==================== block 1
**src/rtl/imm_materializer_if.sv**
```systemverilog
// Request/response bundle for imm_materializer: constant request in,
// encoded MOVZ/MOVK instruction words out.
interface imm_materializer_if;
    logic        in_valid;
    logic        in_ready;
    logic [63:0] in_value;
    logic [4:0]  in_rd;
    logic        out_valid;
    logic        out_ready;
    logic [31:0] out_instr;
    logic [2:0]  out_ctrl;
    logic        out_last;

    modport master (
        output in_valid, in_value, in_rd, out_ready,
        input  in_ready, out_valid, out_instr, out_ctrl, out_last
    );

    modport slave (
        input  in_valid, in_value, in_rd, out_ready,
        output in_ready, out_valid, out_instr, out_ctrl, out_last
    );
endinterface

```
**src/rtl/imm_materializer.sv**
```systemverilog
// Emits the shortest MOVZ/MOVK sequence that rebuilds a 64-bit constant,
// one instruction word per output handshake, lowest nonzero halfword first.
module imm_materializer #(
    parameter logic [8:0] MOVZ_OPC = 9'b110100101,
    parameter logic [8:0] MOVK_OPC = 9'b111100101
) (
    input logic          CLK,
    input logic          Reset,
    imm_materializer_if.slave bus
);

    typedef enum logic [0:0] {IDLE = 1'b0, EMIT = 1'b1} state_t;

    state_t      state_r, state_nxt;
    logic [63:0] value_r, value_nxt;
    logic [4:0]  rd_r, rd_nxt;
    logic [3:0]  rem_r, rem_nxt;
    logic        valid_r, valid_nxt;
    logic [31:0] instr_r, instr_nxt;
    logic [2:0]  ctrl_r, ctrl_nxt;
    logic        last_r, last_nxt;
    logic [3:0]  nz_s;
    logic [3:0]  rem_s;
    logic [1:0]  hw_s;

    function automatic logic [3:0] nonzero_mask(input logic [63:0] v);
        nonzero_mask = {(v[63:48] != 16'h0000), (v[47:32] != 16'h0000),
                        (v[31:16] != 16'h0000), (v[15:0]  != 16'h0000)};
    endfunction

    // An empty mask maps to hw 0, which is exactly the MOVZ #0 case.
    function automatic logic [1:0] lowest_set(input logic [3:0] m);
        if (m[0])      lowest_set = 2'd0;
        else if (m[1]) lowest_set = 2'd1;
        else if (m[2]) lowest_set = 2'd2;
        else if (m[3]) lowest_set = 2'd3;
        else           lowest_set = 2'd0;
    endfunction

    function automatic logic [3:0] above_mask(input logic [1:0] hw);
        case (hw)
            2'd0:    above_mask = 4'b1110;
            2'd1:    above_mask = 4'b1100;
            2'd2:    above_mask = 4'b1000;
            2'd3:    above_mask = 4'b0000;
            default: above_mask = 4'b0000;
        endcase
    endfunction

    function automatic logic [15:0] halfword(input logic [63:0] v, input logic [1:0] hw);
        case (hw)
            2'd0:    halfword = v[15:0];
            2'd1:    halfword = v[31:16];
            2'd2:    halfword = v[47:32];
            2'd3:    halfword = v[63:48];
            default: halfword = 16'h0000;
        endcase
    endfunction

    function automatic logic [31:0] encode(input logic [8:0] opc, input logic [1:0] hw,
                                           input logic [15:0] imm, input logic [4:0] rd);
        encode = {opc, hw, imm, rd};
    endfunction

    assign bus.in_ready  = (state_r == IDLE) && !Reset;
    assign bus.out_valid = valid_r;
    assign bus.out_instr = instr_r;
    assign bus.out_ctrl  = ctrl_r;
    assign bus.out_last  = last_r;

    // Next-state and next-output decode; rem tracks nonzero halfwords still to emit.
    always_comb begin
        state_nxt = state_r;
        value_nxt = value_r;
        rd_nxt    = rd_r;
        rem_nxt   = rem_r;
        valid_nxt = valid_r;
        instr_nxt = instr_r;
        ctrl_nxt  = ctrl_r;
        last_nxt  = last_r;
        nz_s      = 4'b0000;
        rem_s     = 4'b0000;
        hw_s      = 2'd0;
        case (state_r)
            IDLE: begin
                if (bus.in_valid) begin
                    nz_s      = nonzero_mask(bus.in_value);
                    hw_s      = lowest_set(nz_s);
                    rem_s     = nz_s & above_mask(hw_s);
                    value_nxt = bus.in_value;
                    rd_nxt    = bus.in_rd;
                    rem_nxt   = rem_s;
                    valid_nxt = 1'b1;
                    instr_nxt = encode(MOVZ_OPC, hw_s, halfword(bus.in_value, hw_s), bus.in_rd);
                    ctrl_nxt  = {1'b1, hw_s};
                    last_nxt  = (rem_s == 4'b0000);
                    state_nxt = EMIT;
                end else begin
                    state_nxt = IDLE;
                end
            end
            EMIT: begin
                if (bus.out_ready) begin
                    if (last_r) begin
                        state_nxt = IDLE;
                        rem_nxt   = 4'b0000;
                        valid_nxt = 1'b0;
                        instr_nxt = 32'h0000_0000;
                        ctrl_nxt  = 3'b000;
                        last_nxt  = 1'b0;
                    end else begin
                        hw_s      = lowest_set(rem_r);
                        rem_s     = rem_r & above_mask(hw_s);
                        rem_nxt   = rem_s;
                        instr_nxt = encode(MOVK_OPC, hw_s, halfword(value_r, hw_s), rd_r);
                        ctrl_nxt  = {1'b1, hw_s};
                        last_nxt  = (rem_s == 4'b0000);
                        state_nxt = EMIT;
                    end
                end else begin
                    state_nxt = EMIT;
                end
            end
            default: begin
                state_nxt = IDLE;
                valid_nxt = 1'b0;
                last_nxt  = 1'b0;
            end
        endcase
    end

    // State and output registers; reset abandons any sequence in progress.
    always_ff @(posedge CLK) begin
        if (Reset) begin
            state_r <= IDLE;
            value_r <= 64'h0;
            rd_r    <= 5'd0;
            rem_r   <= 4'b0000;
            valid_r <= 1'b0;
            instr_r <= 32'h0000_0000;
            ctrl_r  <= 3'b000;
            last_r  <= 1'b0;
        end else begin
            state_r <= state_nxt;
            value_r <= value_nxt;
            rd_r    <= rd_nxt;
            rem_r   <= rem_nxt;
            valid_r <= valid_nxt;
            instr_r <= instr_nxt;
            ctrl_r  <= ctrl_nxt;
            last_r  <= last_nxt;
        end
    end

endmodule

```
**src/flat_wrapper.sv**
```systemverilog
// flat-port wrapper written by rule: the top's interface ports become plain ports
module imm_materializer_flat 
#(
    parameter logic [8:0] MOVZ_OPC = 9'b110100101,
    parameter logic [8:0] MOVK_OPC = 9'b111100101
)
  (CLK, Reset, bus_in_valid, bus_in_value, bus_in_rd, bus_out_ready, bus_in_ready, bus_out_valid, bus_out_instr, bus_out_ctrl, bus_out_last);
  imm_materializer_if bus_i ();
  input logic CLK;
  input logic Reset;
  input wire logic [$bits(bus_i.in_valid)-1:0] bus_in_valid;
  input wire logic [$bits(bus_i.in_value)-1:0] bus_in_value;
  input wire logic [$bits(bus_i.in_rd)-1:0] bus_in_rd;
  input wire logic [$bits(bus_i.out_ready)-1:0] bus_out_ready;
  output wire logic [$bits(bus_i.in_ready)-1:0] bus_in_ready;
  output wire logic [$bits(bus_i.out_valid)-1:0] bus_out_valid;
  output wire logic [$bits(bus_i.out_instr)-1:0] bus_out_instr;
  output wire logic [$bits(bus_i.out_ctrl)-1:0] bus_out_ctrl;
  output wire logic [$bits(bus_i.out_last)-1:0] bus_out_last;
  assign bus_i.in_valid = bus_in_valid;
  assign bus_i.in_value = bus_in_value;
  assign bus_i.in_rd = bus_in_rd;
  assign bus_i.out_ready = bus_out_ready;
  assign bus_in_ready = bus_i.in_ready;
  assign bus_out_valid = bus_i.out_valid;
  assign bus_out_instr = bus_i.out_instr;
  assign bus_out_ctrl = bus_i.out_ctrl;
  assign bus_out_last = bus_i.out_last;
  imm_materializer #(.MOVZ_OPC(MOVZ_OPC), .MOVK_OPC(MOVK_OPC)) u_core (.CLK(CLK), .Reset(Reset), .bus(bus_i));
endmodule
```
**config.mk**
```make
export PLATFORM = sky130hd
export DESIGN_NAME = imm_materializer_flat
export DESIGN_NICKNAME = d
export VERILOG_FILES = /design/src/rtl/imm_materializer_if.sv /design/src/rtl/imm_materializer.sv /design/src/flat_wrapper.sv
export SDC_FILE = /design/constraint.sdc
export NUM_CORES = 1
export LEC_CHECK = 0
export CORE_ASPECT_RATIO = 1.75
export CORE_MARGIN = 10
export CORE_UTILIZATION = 46
export DETAILED_ROUTE_END_ITERATION = 6
export PLACE_DENSITY = 0.78
export SLEW_MARGIN = 20
export SYNTH_ARGS = -nofsm -noshare
export SYNTH_HDL_FRONTEND = slang
export SYNTH_SLANG_ARGS = --single-unit
export TNS_END_PERCENT = 1
```
**constraint.sdc**
```tcl
create_clock -name CLK -period 1.59 [get_ports CLK]
set_input_delay 0.318 -clock CLK [delete_from_list [all_inputs] [get_ports CLK]]
set_output_delay 0.318 -clock CLK [all_outputs]
set_load 0.01 [all_outputs]
```
==> reports/metrics.cfg <==
[grt]
grt_pass1_vias = 6142

[synth]
yosys.area_share.adder_pct = 0
synth_cell_types = 49
top_cell = nand2_1
edf_count = 0
synth.largest_area_cell = dfxtp_1
simple_gate_area_share_pct = 26.1

[clock_tree]
clock_path_buffers = 2
root_buffer = clkbuf_16

[final_timing]
worst_slew_pin_slew_ns = 0.516
worst_slack_ns = -0.234
setup_viol = 19

[pwr]
finalPower_mw = 7.06

[outcome]
status = finished with violations
violations = negative setup slack

[cells_and_area]
layout_top_cell = nand2_1
fin_area_mm2 = 0.00810

[worst_hold_path]
holdCritStartpoint = bus_in_value[37]

[critical_path]
max_stage_delay_ns = 0.54
cp-end-kind = flip-flop

[drt]
met3_length_mm = 1.92

[job]
warnings = 31

-- worst min-delay path: stages --
cell and delay [ns]:
clkbuf_2 0.11, buf_4 0.14, nand2_1 0.05, a21oi_1 0.05
-- worst paths after layout --
path	to	slack (ns)	cells after the start
setup reg to reg	u_core.bus.out_instr[8]	-0.07	7
hold / removal	u_core.value_r[37]	0.36	4
hold reg to reg	u_core.value_r[1]	0.46	2
setup / recovery	u_core.bus.out_instr[14]	-0.23	8
-- flip-flops by register name, summed over array words and instances, names as in the netlist --
signal,cells
u_core.rd_r,5
u_core.rem_r,3
u_core.bus.out_last,1
u_core.value_r,64
u_core.state_r,1
u_core.bus.out_valid,1
u_core.bus.out_ctrl,2
u_core.bus.out_instr,23
-- area by class of cell --
class | instances | area, um2 | share of cell area, %
well taps | 130 | 163 | 2.01
repair buffers | 257 | 2210 | 27.2
multi-input cells | 490 | 3390 | 41.9
clock inverters | 7 | 100 | 1.24
inverters | 1 | 3.75 | 0.0464
clock buffers | 9 | 225 | 2.78
flip-flops and latches | 100 | 2010 | 24.8
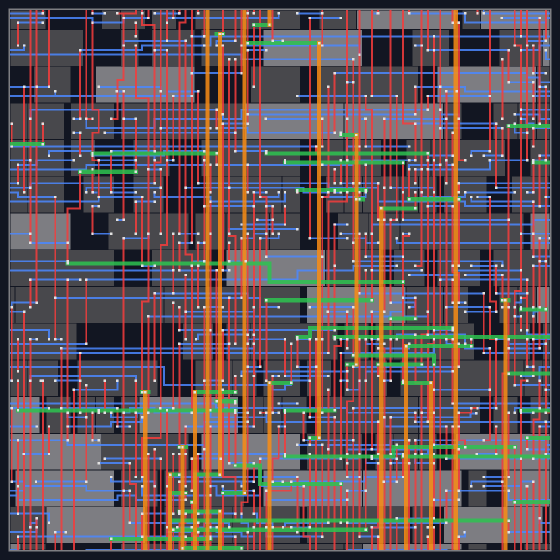
Figure 1: block 1, close-up of the layout.
Window x 30 to 70, y 92 to 132 um. Cells in grey, sequential cells in the stronger grey; small squares are vias.
- M4: orange
- M1: blue
- M3: green
- M2: red
- sequential cells in the window: 19
- most frequent: nand2_1 (23), dfxtp_1 (19), buf_4 (12)
- netlist names of flops here include: `u_core.value_r` (11), `u_core.bus.out_instr` (8)
- cells with their middle in the window: 129

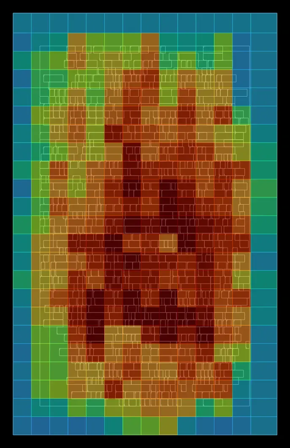
Figure 2: block 1, congestion heat map.
M1 GR Usage: 27.8%
overall routing resource usage: 27.0%
met2 usage: 47.8%


==================== block 2
Figure 3. Close-up of the layout (block 2).
Window x 15 to 55, y 29 to 69 um. Cells in grey, sequential cells in the stronger grey; small squares are vias.
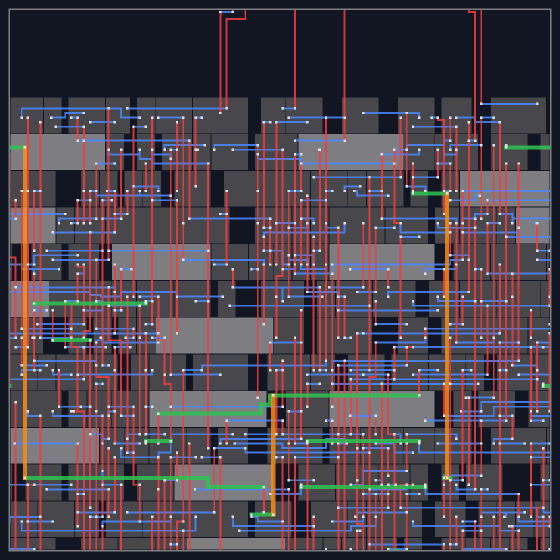
Figure 4. Gate-type map (block 2).
(6 px per um)
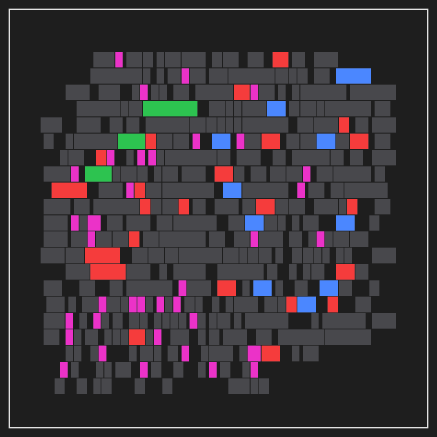
## src/rtl/hazard_stall_ctrl_pkg.sv

```systemverilog
// Shared hazard-unit definitions: load MemRead code, stall FSM encoding and stall-counter width.
// Also used by the forwarding unit, so keep it free of controller-specific logic.
package hazard_pkg;

  localparam logic [1:0] MEMREAD_LOAD = 2'b01;
  localparam int         LAT_W        = 4;

  typedef logic [0:0] state_t;
  localparam state_t RUN   = 1'b0;
  localparam state_t STALL = 1'b1;

  function automatic logic is_load(input logic [1:0] mem_read);
    return mem_read == MEMREAD_LOAD;
  endfunction

endpackage

```

## src/rtl/hazard_stall_ctrl_if.sv

```systemverilog
// Pipeline <-> hazard controller signal bundle; master is the pipeline side, slave the controller.
interface hazard_stall_ctrl_if #(
  parameter int REG_ADDR_W = 5,
  parameter int CNT_W      = 16
);

  logic [1:0]            idex_mem_read;
  logic [REG_ADDR_W-1:0] idex_rd;
  logic [REG_ADDR_W-1:0] ifid_rs1;
  logic [REG_ADDR_W-1:0] ifid_rs2;
  logic                  ifid_use_rs1;
  logic                  ifid_use_rs2;
  logic                  ex_branch_taken;
  logic                  mem_wait;
  logic                  clr_stats;

  logic                  pc_write;
  logic                  ifid_write;
  logic                  idex_bubble;
  logic                  ifid_flush;
  logic                  freeze;
  logic                  lu_stall;
  logic [CNT_W-1:0]      stall_count;

  modport master (
    output idex_mem_read, idex_rd, ifid_rs1, ifid_rs2, ifid_use_rs1, ifid_use_rs2,
           ex_branch_taken, mem_wait, clr_stats,
    input  pc_write, ifid_write, idex_bubble, ifid_flush, freeze, lu_stall, stall_count
  );

  modport slave (
    input  idex_mem_read, idex_rd, ifid_rs1, ifid_rs2, ifid_use_rs1, ifid_use_rs2,
           ex_branch_taken, mem_wait, clr_stats,
    output pc_write, ifid_write, idex_bubble, ifid_flush, freeze, lu_stall, stall_count
  );

endinterface

```

## src/rtl/hazard_stall_ctrl_lu_src_match.sv

```systemverilog
// Combinational load-use compare of ID sources against the EX load destination.
// x0 and sources the ID instruction does not read never match.
module lu_src_match
  import hazard_pkg::*;
#(
  parameter int REG_ADDR_W = 5
) (
  input  logic [1:0]            mem_read_i,
  input  logic [REG_ADDR_W-1:0] rd_i,
  input  logic [REG_ADDR_W-1:0] rs1_i,
  input  logic [REG_ADDR_W-1:0] rs2_i,
  input  logic                  use_rs1_i,
  input  logic                  use_rs2_i,
  output logic                  hit_o
);

  logic rd_live;
  logic rs1_hit;
  logic rs2_hit;

  assign rd_live = is_load(mem_read_i) && (rd_i != '0);
  assign rs1_hit = use_rs1_i && (rs1_i == rd_i);
  assign rs2_hit = use_rs2_i && (rs2_i == rd_i);
  assign hit_o   = rd_live && (rs1_hit || rs2_hit);

endmodule

```

## src/rtl/hazard_stall_ctrl.sv

```systemverilog
// Load-use hazard/stall controller beside ID: branch flush > mem_wait freeze > load-use stall,
// stalling LOAD_LATENCY unfrozen cycles per hazard; all controls combinational, stall_count registered.
module hazard_stall_ctrl
  import hazard_pkg::*;
#(
  parameter int REG_ADDR_W   = 5,
  parameter int LOAD_LATENCY = 1,
  parameter int CNT_W        = 16
) (
  input  logic clk,
  input  logic rst,
  hazard_stall_ctrl_if.slave hz
);

  if (LOAD_LATENCY < 1 || LOAD_LATENCY > 15) begin : g_bad_latency
    $error("hazard_stall_ctrl: LOAD_LATENCY must be within 1..15");
  end

  localparam logic [LAT_W-1:0] CNT_RELOAD = LAT_W'(LOAD_LATENCY - 1);
  localparam logic [LAT_W-1:0] CNT_ONE    = LAT_W'(1);
  localparam bit               MULTI_CYC  = (LOAD_LATENCY > 1);

  state_t           state_q, state_d;
  logic [LAT_W-1:0] cnt_q, cnt_d;
  logic [CNT_W-1:0] stall_count_q, stall_count_d;

  logic hit;
  logic pc_write;
  logic ifid_write;
  logic idex_bubble;
  logic ifid_flush;
  logic freeze;
  logic lu_stall;

  lu_src_match #(
    .REG_ADDR_W(REG_ADDR_W)
  ) u_lu_src_match (
    .mem_read_i(hz.idex_mem_read),
    .rd_i      (hz.idex_rd),
    .rs1_i     (hz.ifid_rs1),
    .rs2_i     (hz.ifid_rs2),
    .use_rs1_i (hz.ifid_use_rs1),
    .use_rs2_i (hz.ifid_use_rs2),
    .hit_o     (hit)
  );

  always_comb begin
    state_d     = state_q;
    cnt_d       = cnt_q;
    pc_write    = 1'b1;
    ifid_write  = 1'b1;
    idex_bubble = 1'b0;
    ifid_flush  = 1'b0;
    freeze      = 1'b0;
    lu_stall    = 1'b0;

    if (rst) begin
      state_d = RUN;
      cnt_d   = '0;
    end else if (hz.ex_branch_taken) begin
      // The dependent instruction is on the wrong path; squash it and drop the stall.
      ifid_flush  = 1'b1;
      idex_bubble = 1'b1;
      state_d     = RUN;
      cnt_d       = '0;
    end else if (hz.mem_wait) begin
      freeze     = 1'b1;
      pc_write   = 1'b0;
      ifid_write = 1'b0;
    end else if (state_q == STALL || hit) begin
      lu_stall    = 1'b1;
      pc_write    = 1'b0;
      ifid_write  = 1'b0;
      idex_bubble = 1'b1;
      if (state_q == STALL) begin
        if (cnt_q == CNT_ONE) begin
          state_d = RUN;
          cnt_d   = '0;
        end else begin
          cnt_d = cnt_q - CNT_ONE;
        end
      end else if (MULTI_CYC) begin
        state_d = STALL;
        cnt_d   = CNT_RELOAD;
      end
    end
  end

  always_comb begin
    stall_count_d = stall_count_q;
    if (hz.clr_stats) begin
      stall_count_d = '0;
    end else if (lu_stall && !(&stall_count_q)) begin
      stall_count_d = stall_count_q + CNT_W'(1);
    end
  end

  always_ff @(posedge clk) begin
    if (rst) begin
      state_q       <= RUN;
      cnt_q         <= '0;
      stall_count_q <= '0;
    end else begin
      state_q       <= state_d;
      cnt_q         <= cnt_d;
      stall_count_q <= stall_count_d;
    end
  end

  assign hz.pc_write    = pc_write;
  assign hz.ifid_write  = ifid_write;
  assign hz.idex_bubble = idex_bubble;
  assign hz.ifid_flush  = ifid_flush;
  assign hz.freeze      = freeze;
  assign hz.lu_stall    = lu_stall;
  assign hz.stall_count = stall_count_q;

endmodule

```

## src/flat_wrapper.sv

```systemverilog
// flat-port wrapper written by rule: the top's interface ports become plain ports
module hazard_stall_ctrl_flat import hazard_pkg::*;
#(
  parameter int REG_ADDR_W   = 5,
  parameter int LOAD_LATENCY = 1,
  parameter int CNT_W        = 16
)
  (clk, rst, hz_idex_mem_read, hz_idex_rd, hz_ifid_rs1, hz_ifid_rs2, hz_ifid_use_rs1, hz_ifid_use_rs2, hz_ex_branch_taken, hz_mem_wait, hz_clr_stats, hz_pc_write, hz_ifid_write, hz_idex_bubble, hz_ifid_flush, hz_freeze, hz_lu_stall, hz_stall_count);
  hazard_stall_ctrl_if #(.REG_ADDR_W(REG_ADDR_W), .CNT_W(CNT_W)) hz_i ();
  input  logic clk;
  input  logic rst;
  input wire logic [$bits(hz_i.idex_mem_read)-1:0] hz_idex_mem_read;
  input wire logic [$bits(hz_i.idex_rd)-1:0] hz_idex_rd;
  input wire logic [$bits(hz_i.ifid_rs1)-1:0] hz_ifid_rs1;
  input wire logic [$bits(hz_i.ifid_rs2)-1:0] hz_ifid_rs2;
  input wire logic [$bits(hz_i.ifid_use_rs1)-1:0] hz_ifid_use_rs1;
  input wire logic [$bits(hz_i.ifid_use_rs2)-1:0] hz_ifid_use_rs2;
  input wire logic [$bits(hz_i.ex_branch_taken)-1:0] hz_ex_branch_taken;
  input wire logic [$bits(hz_i.mem_wait)-1:0] hz_mem_wait;
  input wire logic [$bits(hz_i.clr_stats)-1:0] hz_clr_stats;
  output wire logic [$bits(hz_i.pc_write)-1:0] hz_pc_write;
  output wire logic [$bits(hz_i.ifid_write)-1:0] hz_ifid_write;
  output wire logic [$bits(hz_i.idex_bubble)-1:0] hz_idex_bubble;
  output wire logic [$bits(hz_i.ifid_flush)-1:0] hz_ifid_flush;
  output wire logic [$bits(hz_i.freeze)-1:0] hz_freeze;
  output wire logic [$bits(hz_i.lu_stall)-1:0] hz_lu_stall;
  output wire logic [$bits(hz_i.stall_count)-1:0] hz_stall_count;
  assign hz_i.idex_mem_read = hz_idex_mem_read;
  assign hz_i.idex_rd = hz_idex_rd;
  assign hz_i.ifid_rs1 = hz_ifid_rs1;
  assign hz_i.ifid_rs2 = hz_ifid_rs2;
  assign hz_i.ifid_use_rs1 = hz_ifid_use_rs1;
  assign hz_i.ifid_use_rs2 = hz_ifid_use_rs2;
  assign hz_i.ex_branch_taken = hz_ex_branch_taken;
  assign hz_i.mem_wait = hz_mem_wait;
  assign hz_i.clr_stats = hz_clr_stats;
  assign hz_pc_write = hz_i.pc_write;
  assign hz_ifid_write = hz_i.ifid_write;
  assign hz_idex_bubble = hz_i.idex_bubble;
  assign hz_ifid_flush = hz_i.ifid_flush;
  assign hz_freeze = hz_i.freeze;
  assign hz_lu_stall = hz_i.lu_stall;
  assign hz_stall_count = hz_i.stall_count;
  hazard_stall_ctrl #(.REG_ADDR_W(REG_ADDR_W), .LOAD_LATENCY(LOAD_LATENCY), .CNT_W(CNT_W)) u_core (.clk(clk), .rst(rst), .hz(hz_i));
endmodule
```

## config.mk

```make
export PLATFORM = sky130hd
export DESIGN_NAME = hazard_stall_ctrl_flat
export DESIGN_NICKNAME = d
export VERILOG_FILES = /design/src/rtl/hazard_stall_ctrl_pkg.sv /design/src/rtl/hazard_stall_ctrl_if.sv /design/src/rtl/hazard_stall_ctrl_lu_src_match.sv /design/src/rtl/hazard_stall_ctrl.sv /design/src/flat_wrapper.sv
export SDC_FILE = /design/constraint.sdc
export NUM_CORES = 1
export LEC_CHECK = 0
export ABC_AREA = 1
export CAP_MARGIN = 20
export CORE_MARGIN = 5
export CORE_UTILIZATION = 42
export DETAILED_ROUTE_END_ITERATION = 16
export PLACE_DENSITY = 0.76
export SETUP_SLACK_MARGIN = 0.15
export SLEW_MARGIN = 30
export SYNTH_ARGS = -nofsm -noshare
export SYNTH_HDL_FRONTEND = slang
export SYNTH_SLANG_ARGS = --single-unit
```

## constraint.sdc

```tcl
create_clock -name clk -period 1.4 [get_ports clk]
set_input_delay 0.14 -clock clk [delete_from_list [all_inputs] [get_ports clk]]
set_output_delay 0.14 -clock clk [all_outputs]
set_load 0.02 [all_outputs]
```

==> reports/metrics.cfg <==
[outcome]
status = finished with violations
violations = negative setup slack

[pwr]
seqPwrFrac_pct = 53.4
clock_power_uw = 309
powerSeq_uw = 591

[grt]
grtUsageMet3_pct = 3.62
grt_max_degree = 15
overflow = 0

[clock_tree]
postCtsResizedCells = 173
cts_hold_buf = 0
root_buffer = clkbuf_4
numCtsBuffers = 3

[place]
place.gp.congestion = 0.824

[synth]
synth.net_count = 264
post_synth_inst_count = 237
synth-main-ff-cell = dfxtp_1
top_cell = nand2_1

[final_timing]
worst_slack_ns = -0.0676
rsz0062_at_grt = yes
setup_viol = 17

[floorplan]
die_x_um = 69.5

[cells_and_area]
fillers = 267
largestClassByArea = combinational gates

[critical_path]
crit_path_cell_trace = ha_4 > nand3_4 > nor2_4 > nand4_4 > nand4_4 > buf_8 > nand2_4 > a21oi_2
cp_num_buf_inv = 1
crit_type = flip-flop to flip-flop
max_stage_delay_ns = 0.38

[worst_hold_path]
min_to = u_core.cnt_q[0]

About Figure 3:
- M4: orange
- M3: green
- M1: blue
- M2: red
- netlist names of flops here include: `u_core.hz.stall_count` (8), `u_core.cnt_q` (2)
- cells with their middle in the window: 142
- sequential cells in the window: 10
- most frequent: buf_4 (31), inv_1 (14), nor2_1 (13)

About Figure 4:
- xor and xnor cells: blue (cells 10)
- inv cells: magenta (cells 36)
- fa/ha/maj cells: green (cells 3)
- aoi and oai cells: red (cells 23)
Commonest Layout Cell: nand2_1
final non-filler cell total: 376

metrics by stage:
| step | hold slack (ns) | cells | TNS (ns) | worst slack (ns) | instance area, um2 |
|---|---|---|---|---|---|
| 6_report | 0.466 | 376 | -0.561 | -0.0676 | 2530 |
| 4_1_cts | 0.494 | 372 | -0.443 | -0.0709 | 2490 |
| 5_1_grt | 0.473 | 376 | -2.54 | -0.214 | 2530 |
| 3_3_place_gp | 0.466 | 365 | -12.52 | -0.882 | 2340 |
| 2_1_floorplan | 0.287 | 237 | -0.100 | -0.0139 | 1560 |
| 3_5_place_dp | 0.474 | 365 | -13.18 | -0.941 | 2340 |
layer usage:
layer	vias to the layer above	wire, um
met2	48	2490
met3	10	213
met1	850	1880
met4	0	89
li1	941	-
met5	-	0
cell usage in the layout, fill, tap and decap left out, types with 7 or more instances in the layout:
master,n
a21oi_1,7
a21oi_2,7
buf_2,11
buf_4,46
buf_6,13
clkbuf_2,8
dfxtp_1,8
dfxtp_2,10
inv_1,28
nand2_1,49
nand2_2,14
nand3_1,11
nand4_1,13
nor2_1,29
flip-flops by register name (all words and copies together), names as in the netlist:
signal / count
u_core.cnt_q: 4
u_core.hz.stall_count: 16
u_core.state_q: 1


==> layout pictures side by side <==
Where the registers sit.
shot_01.png
(3 px per um) Other sequential cells in the stronger grey, the rest of the logic in the fainter grey.
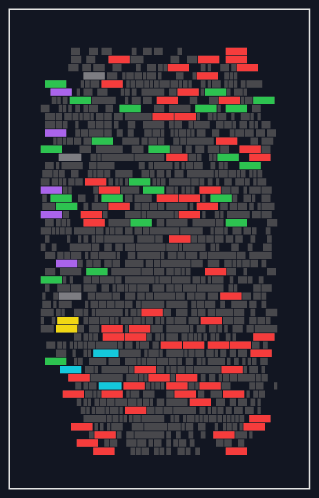
shot_02.png
(6 px per um) Other sequential cells in the stronger grey, the rest of the logic in the fainter grey.
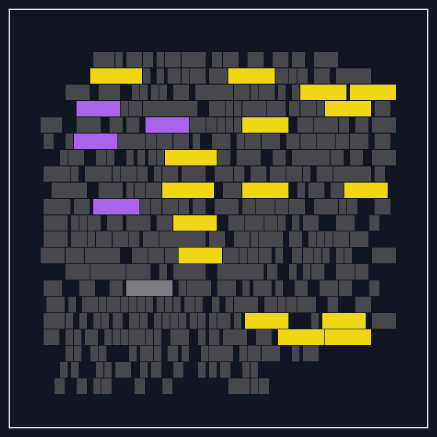
Block 2 is shot_02.png.
Block 1 is shot_01.png.

Key to shot_01.png:
- `u_core.value_r`: red (flops 64)
- `u_core.bus.out_ctrl`: yellow (flops 2)
- `u_core.rd_r`: purple (flops 5)
- `u_core.bus.out_instr`: green (flops 23)
- `u_core.rem_r`: cyan (flops 3)

